# ---- warp_fetch_scheduler ----
**warp_fetch_scheduler: signal wires on met3**

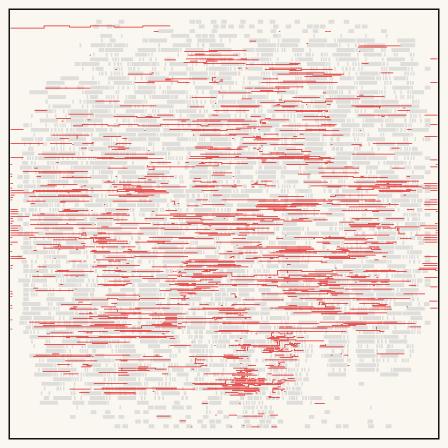

## src/rtl/warp_fetch_scheduler.sv

```systemverilog
// Per-warp fetch controller: tracks PC, active mask and state of every warp,
// accepts warp launches, picks one READY warp per cycle round-robin into a
// single registered fetch slot, and re-arms or retires warps on decoder feedback.
module warp_fetch_scheduler #(
  parameter int PcWidth   = 32,
  parameter int NumWarps  = 8,
  parameter int WarpWidth = 32,
  parameter int WidWidth  = (NumWarps > 1) ? $clog2(NumWarps) : 1
) (
  input  logic                 clk_i,
  input  logic                 rst_ni,
  input  logic                 launch_valid_i,
  output logic                 launch_ready_o,
  input  logic [PcWidth-1:0]   launch_pc_i,
  input  logic [WarpWidth-1:0] launch_act_mask_i,
  input  logic                 ic_ready_i,
  output logic                 fe_valid_o,
  output logic [PcWidth-1:0]   fe_pc_o,
  output logic [WarpWidth-1:0] fe_act_mask_o,
  output logic [WidWidth-1:0]  fe_warp_id_o,
  input  logic                 dec_decoded_i,
  input  logic                 dec_stop_warp_i,
  input  logic [WidWidth-1:0]  dec_decoded_warp_id_i,
  input  logic [PcWidth-1:0]   dec_decoded_next_pc_i,
  output logic [NumWarps-1:0]  warp_active_o,
  output logic                 all_idle_o
);

  typedef enum logic [1:0] {
    ST_INACTIVE = 2'd0,
    ST_READY    = 2'd1,
    ST_WAITING  = 2'd2
  } warp_state_e;

  warp_state_e            st_q   [NumWarps];
  warp_state_e            st_d   [NumWarps];
  logic [PcWidth-1:0]     pc_q   [NumWarps];
  logic [WarpWidth-1:0]   mask_q [NumWarps];
  logic [WidWidth-1:0]    rr_q;
  logic [NumWarps-1:0]    seen_q;

  logic                   fe_valid_q;
  logic [PcWidth-1:0]     fe_pc_q;
  logic [WarpWidth-1:0]   fe_mask_q;
  logic [WidWidth-1:0]    fe_wid_q;

  logic                   launch_ready;
  logic [WidWidth-1:0]    launch_idx;
  logic                   launch_fire;
  logic                   grant_vld;
  logic [WidWidth-1:0]    grant_idx;
  logic                   load_en;
  logic [NumWarps-1:0]    fb_hit;

  // Lowest-index INACTIVE warp is the launch target; scan high to low so the lowest wins.
  always_comb begin
    launch_ready = 1'b0;
    launch_idx   = '0;
    for (int w = NumWarps - 1; w >= 0; w--) begin
      if (st_q[w] == ST_INACTIVE) begin
        launch_ready = 1'b1;
        launch_idx   = WidWidth'(w);
      end
    end
  end

  // Round-robin pick among READY warps starting at rr_q; scan backwards so the first hit wins.
  always_comb begin
    int                  cand;
    logic [WidWidth-1:0] cand_idx;
    grant_vld = 1'b0;
    grant_idx = '0;
    cand      = 0;
    cand_idx  = '0;
    for (int i = NumWarps - 1; i >= 0; i--) begin
      cand = int'(rr_q) + i;
      if (cand >= NumWarps) cand = cand - NumWarps;
      cand_idx = WidWidth'(cand);
      if (st_q[cand_idx] == ST_READY) begin
        grant_vld = 1'b1;
        grant_idx = cand_idx;
      end
    end
  end

  assign launch_fire = launch_valid_i && launch_ready;
  // The slot may take a new warp when it is empty or is being handed to the I-cache now.
  assign load_en     = !fe_valid_q || ic_ready_i;

  // Per-warp next state; launch, grant and feedback act on mutually exclusive states.
  always_comb begin
    for (int w = 0; w < NumWarps; w++) begin
      st_d[w]   = st_q[w];
      fb_hit[w] = dec_decoded_i && (dec_decoded_warp_id_i == WidWidth'(w)) &&
                  (st_q[w] == ST_WAITING);
      if (launch_fire && (launch_idx == WidWidth'(w))) begin
        st_d[w] = ST_READY;
      end else if (load_en && grant_vld && (grant_idx == WidWidth'(w))) begin
        st_d[w] = ST_WAITING;
      end else if (fb_hit[w]) begin
        st_d[w] = dec_stop_warp_i ? ST_INACTIVE : ST_READY;
      end
    end
  end

  // Warp state, PC and mask registers.
  always_ff @(posedge clk_i) begin
    for (int w = 0; w < NumWarps; w++) begin
      if (!rst_ni) begin
        st_q[w]   <= ST_INACTIVE;
        pc_q[w]   <= '0;
        mask_q[w] <= '0;
      end else begin
        st_q[w] <= st_d[w];
        if (launch_fire && (launch_idx == WidWidth'(w))) begin
          pc_q[w]   <= launch_pc_i;
          mask_q[w] <= launch_act_mask_i;
        end else if (fb_hit[w] && !dec_stop_warp_i) begin
          pc_q[w] <= dec_decoded_next_pc_i;
        end
      end
    end
  end

  // Fetch slot and round-robin pointer; the slot holds steady while the I-cache stalls.
  always_ff @(posedge clk_i) begin
    if (!rst_ni) begin
      fe_valid_q <= 1'b0;
      fe_pc_q    <= '0;
      fe_mask_q  <= '0;
      fe_wid_q   <= '0;
      rr_q       <= '0;
    end else if (load_en) begin
      fe_valid_q <= grant_vld;
      if (grant_vld) begin
        fe_pc_q   <= pc_q[grant_idx];
        fe_mask_q <= mask_q[grant_idx];
        fe_wid_q  <= grant_idx;
        rr_q      <= (int'(grant_idx) == NumWarps - 1) ? '0 : grant_idx + 1'b1;
      end
    end
  end

  // Remembers which warps have been launched since reset, so that feedback still in flight
  // across a reset (aimed at a never-launched warp) is tolerated by the protocol check.
  always_ff @(posedge clk_i) begin
    if (!rst_ni) begin
      seen_q <= '0;
    end else if (launch_fire) begin
      seen_q[launch_idx] <= 1'b1;
    end
  end

  assign fe_valid_o     = fe_valid_q;
  assign fe_pc_o        = fe_pc_q;
  assign fe_act_mask_o  = fe_mask_q;
  assign fe_warp_id_o   = fe_wid_q;
  assign launch_ready_o = launch_ready;

  // Activity summary straight from registered state.
  always_comb begin
    for (int w = 0; w < NumWarps; w++) begin
      warp_active_o[w] = (st_q[w] != ST_INACTIVE);
    end
  end

  assign all_idle_o = !(|warp_active_o) && !fe_valid_q;

  a_feedback_target_waiting : assert property (
    @(posedge clk_i) disable iff (!rst_ni)
    dec_decoded_i |-> ((st_q[dec_decoded_warp_id_i] == ST_WAITING) ||
                       ((st_q[dec_decoded_warp_id_i] == ST_INACTIVE) &&
                        !seen_q[dec_decoded_warp_id_i])));

endmodule

```

## config.mk

```make
export PLATFORM = sky130hd
export DESIGN_NAME = warp_fetch_scheduler
export DESIGN_NICKNAME = d
export VERILOG_FILES = /design/src/rtl/warp_fetch_scheduler.sv
export SDC_FILE = /design/constraint.sdc
export NUM_CORES = 1
export LEC_CHECK = 0
export ABC_AREA = 1
export CAP_MARGIN = 30
export CORE_MARGIN = 4
export CORE_UTILIZATION = 51
export DETAILED_ROUTE_END_ITERATION = 12
export GPL_ROUTABILITY_DRIVEN = 0
export GPL_TIMING_DRIVEN = 1
export HOLD_SLACK_MARGIN = 0.1
export PLACE_DENSITY_LB_ADDON = 0.25
export SYNTH_ARGS = -nofsm -noshare
export SYNTH_HDL_FRONTEND = slang
export SYNTH_SLANG_ARGS = --single-unit
```

## constraint.sdc

```tcl
create_clock -name clk_i -period 4.9 [get_ports clk_i]
set_input_delay 1.225 -clock clk_i [delete_from_list [all_inputs] [get_ports clk_i]]
set_output_delay 1.225 -clock clk_i [all_outputs]
set_load 0.1 [all_outputs]
```

# ---- mul_issue_stage ----
## src/rtl/mul_issue_stage.sv

```systemverilog
// Two-stage valid/ready wrapper around an external unsigned 32x32->64 multiplier for RV32M MUL/MULH/MULHSU/MULHU.
// S1 registers operand magnitudes that feed the multiplier; S2 sign-corrects the product and selects the result half.
module mul_issue_stage #(
    parameter int TAG_W = 5
) (
    input  logic             clk,
    input  logic             rst_n,
    input  logic             flush,
    input  logic             in_valid,
    output logic             in_ready,
    input  logic [1:0]       in_op,
    input  logic [31:0]      in_a,
    input  logic [31:0]      in_b,
    input  logic [TAG_W-1:0] in_tag,
    output logic [31:0]      mul_a,
    output logic [31:0]      mul_b,
    input  logic [63:0]      mul_p,
    output logic             out_valid,
    input  logic             out_ready,
    output logic [31:0]      out_result,
    output logic [TAG_W-1:0] out_tag
);

    typedef enum logic [1:0] {
        OP_MUL    = 2'b00,
        OP_MULH   = 2'b01,
        OP_MULHSU = 2'b10,
        OP_MULHU  = 2'b11
    } op_e;

    logic             s1_valid;
    logic             s1_neg;
    op_e              s1_op;
    logic [TAG_W-1:0] s1_tag;
    logic             s2_valid;

    logic             s2_adv;
    logic             s1_adv;
    logic             take;
    logic             sa;
    logic             sb;
    logic [63:0]      p;

    assign s2_adv    = !s2_valid || out_ready;
    assign s1_adv    = !s1_valid || s2_adv;
    assign in_ready  = s1_adv && !flush;
    assign take      = in_valid && in_ready;
    assign out_valid = s2_valid;

    // rs1 is signed for MULH and MULHSU, rs2 only for MULH.
    assign sa = in_a[31] && (op_e'(in_op) == OP_MULH || op_e'(in_op) == OP_MULHSU);
    assign sb = in_b[31] && (op_e'(in_op) == OP_MULH);

    // Magnitude product back to two's complement; carry out of bit 63 is dropped.
    assign p = s1_neg ? (~mul_p + 64'd1) : mul_p;

    // NOTE: state registers use non-blocking assignments so every stage samples the pre-edge values.
    always_ff @(posedge clk or negedge rst_n) begin
        if (!rst_n) begin
            s1_valid <= 1'b0;
            s1_neg   <= 1'b0;
            s1_op    <= OP_MUL;
            s1_tag   <= '0;
            mul_a    <= '0;
            mul_b    <= '0;
        end else if (flush) begin
            s1_valid <= 1'b0;
        end else if (s1_adv) begin
            s1_valid <= take;
            if (take) begin
                s1_neg <= sa ^ sb;
                s1_op  <= op_e'(in_op);
                s1_tag <= in_tag;
                mul_a  <= sa ? (~in_a + 32'd1) : in_a;
                mul_b  <= sb ? (~in_b + 32'd1) : in_b;
            end
        end
    end

    always_ff @(posedge clk or negedge rst_n) begin
        if (!rst_n) begin
            s2_valid   <= 1'b0;
            out_result <= '0;
            out_tag    <= '0;
        end else if (flush) begin
            s2_valid <= 1'b0;
        end else if (s2_adv) begin
            s2_valid <= s1_valid;
            if (s1_valid) begin
                out_result <= (s1_op == OP_MUL) ? p[31:0] : p[63:32];
                out_tag    <= s1_tag;
            end
        end
    end

endmodule

```

## config.mk

```make
export PLATFORM = sky130hd
export DESIGN_NAME = mul_issue_stage
export DESIGN_NICKNAME = d
export VERILOG_FILES = /design/src/rtl/mul_issue_stage.sv
export SDC_FILE = /design/constraint.sdc
export NUM_CORES = 1
export LEC_CHECK = 0
export ABC_AREA = 1
export CAP_MARGIN = 20
export CORE_ASPECT_RATIO = 2
export CORE_MARGIN = 2
export CORE_UTILIZATION = 50
export DETAILED_ROUTE_END_ITERATION = 8
export PLACE_DENSITY_LB_ADDON = 0.1
export SLEW_MARGIN = 20
export SYNTH_ARGS = -nofsm -noshare
export SYNTH_HDL_FRONTEND = slang
export SYNTH_SLANG_ARGS = --single-unit
```

## constraint.sdc

```tcl
create_clock -name clk -period 2.3 [get_ports clk]
set_input_delay 0.345 -clock clk [delete_from_list [all_inputs] [get_ports clk]]
set_output_delay 0.345 -clock clk [all_outputs]
set_load 0.02 [all_outputs]
```

**warp_fetch_scheduler: track usage over the die**

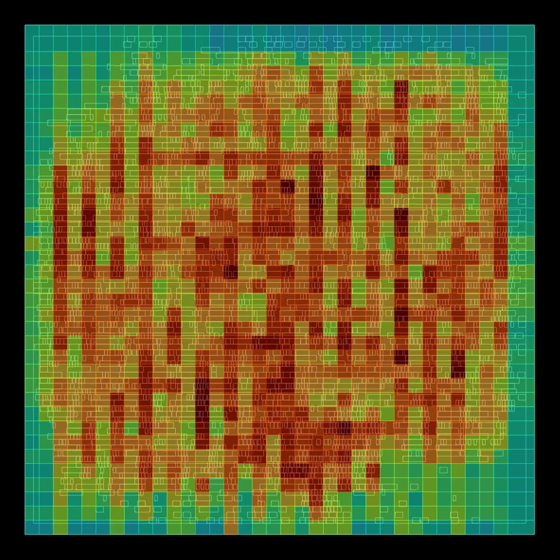
M3 GR Usage: 0.0634
gr usage total: 0.313

**warp_fetch_scheduler: met2 routing**

Bar = 50 µm.
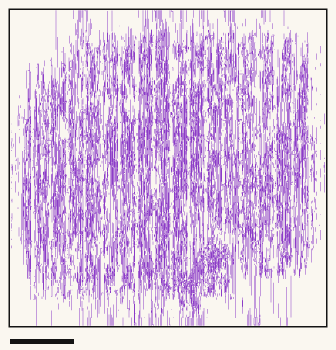
main direction: vertical
share of all routed wire: 47%
longest straight run: 89.4 µm
wire length on this layer: 45.8 mm
nets with wire on the layer: 2718
grt met2 use: 0.516
total number of vias: 25572
WL final: 97300 µm

## Picture notes: 'signal wires on met3' of warp_fetch_scheduler
wire length on this layer: 11500 µm
longest straight run: 92.0 µm
main direction: horizontal
share of all routed wire: 12%

==> results.txt, warp_fetch_scheduler <==
impl run done, here's what came out: most common logic cells in the final layout=nand2_1, edfxtp_1, nor2_1, Worst Setup EP=fe_pc_o[18], starting DRC count in detailed routing=3195, Critical Path Max Stage Delay=0.58 ns, HP Start=fe_warp_id_o[0], Antenna diodes=0, row cnt=slightly below 90, Yosys top cell by instances=nand2_1, flop share of the area=0.506, DR pass1 iterations=6, GR peak layer=met2, sequential cell count=602, Detail Placement HPWL=51800 µm, Slew @ Worst Pin=1.05 ns, total nets after synthesis=3497, WP depth=24, Worst EP arrival=4.78 ns, top layer reached by signal wires=met5, inverters=roughly 230, count of non-CTS buffers in the layout=249, CP Max Fanout=43, Longest Clk Path Bufs=3, XOR Share, Synth=0.00115, crit end category=flop, outcome=finished, final reports clean, Reg area=0.0172 mm², Post-CTS Repair Setup Buffers=0, # fillers=between 4000 and 5000, layout cell share with drive strength beyond 1=0.0603, logic share of the area=0.301, Seq share, synth=0.587, Post-Syn Area per Cell=8.63 µm², fp_density=0.517, Top area cell types=edfxtp_1, nand2_1, dfxtp_1, Chip Height=~250 µm, chip area=0.0613 mm², Tmin final=roughly 4.3 ns, grt met1 use=0.397
[warp_fetch_scheduler: stage by stage]
stage | util | cell area [µm²] | cells
2_1_floorplan | - | 29300 | 3390
3_3_place_gp | 0.560 | 31700 | 4163
3_5_place_dp | 0.563 | 31900 | 4169
4_1_cts | 0.599 | 33900 | 4288
5_1_grt | 0.599 | 33900 | 4288
6_report | 0.599 | 33900 | 4288
**mul_issue_stage: metal 4**

Bar = 20 µm. Supply wires on this layer in gray.
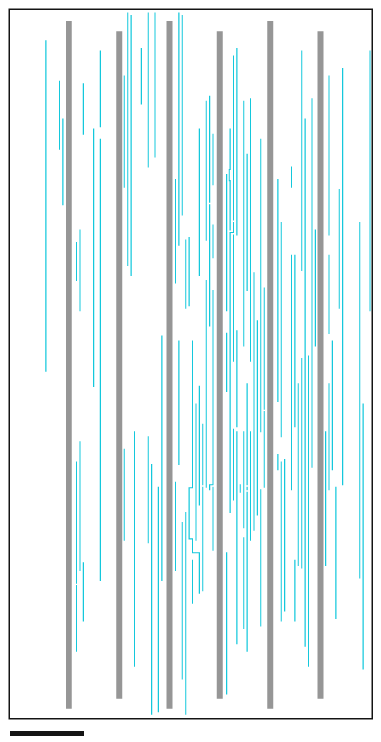
share of all routed wire: 11%
wire length on this layer: 4360 µm
main direction: vertical
nets with wire on the layer: 92
WL final: 38300 µm
total number of vias: 11083

==> results.txt, mul_issue_stage <==
impl run done, here's what came out: post-route cell area=about 0.013 mm², Worst R2R Start=out_valid, Seq share, synth=0.318, Top area cell types=dfrtp_1, nand2_1, nor2_1, yosys cell count=about 1400, Hold WC Path Type=input pin to async pin, global-route wire length before repair=approximately 58000 µm, crit end category=flop, CTS Hold Bufs=0, DP Area=0.0122 mm², CP Max Fanout=3, cell type with the largest total area=dfrtp_1, Critical Path Start=mul_p[27], Syn-to-layout area delta=43.4%, grt met2 use=0.759, Yosys cell types=41, fp_density=0.508, Slew @ Worst Pin=0.669 ns, Chip Area, Yosys=a little under 0.009 mm², XOR Share, Synth=0.0351, post-synthesis mux area share=0, CORE AREA=0.0172 mm², Mapped Cells=1412, WP depth=12, Insertion Delay late pin=0.37 ns, vias per inst=~5.7, vias in the first global route=11173, outcome=finished, final reports clean, Post-CTS Repair Setup Buffers=0, number of cells after detailed placement=between 1500 and 2000, Antenna diodes=0
## mul_issue_stage: layout make-up
type / count / area share
Multi-Input combinational cell: 1109 / 0.414
Timing Repair Buffer: 363 / 0.274
Sequential cell: 111 / 0.222
Inverter: 150 / 0.0450
Tap cell: 210 / 0.0210
Clock buffer: 9 / 0.0180
Clock inverter: 7 / 0.00659
## mul_issue_stage: state kept, by name, indices dropped and copies added (netlist names), 2 cells and up
name        flops
mul_a          32
mul_b          32
out_result     32
out_tag         5
s1_tag          5
s1_op           2

==> notes/layouts.md <==
Pictures saved along the way, in no particular order.

The metal 1 layer.
panel A
Bar = 20 µm. Supply wires on this layer in gray.
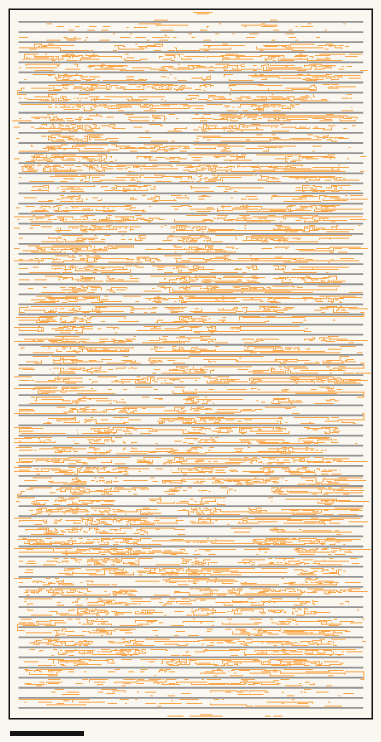
panel B
Bar = 50 µm. Supply wires on this layer in gray.
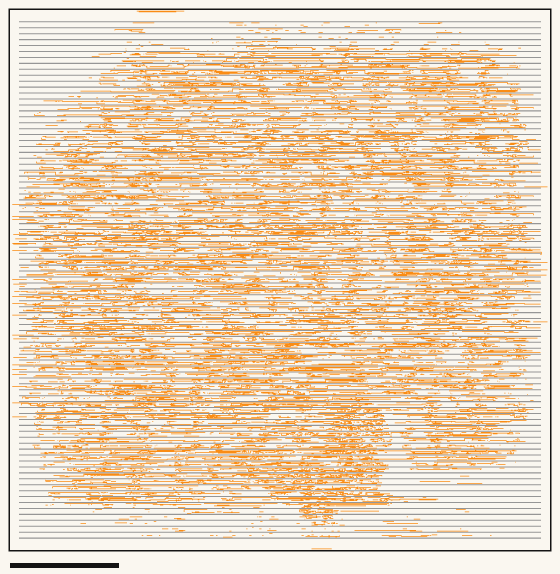
The one with the largest die is panel B.
| from | picture |
|---|---|
| mul_issue_stage | panel A |
| warp_fetch_scheduler | panel B |


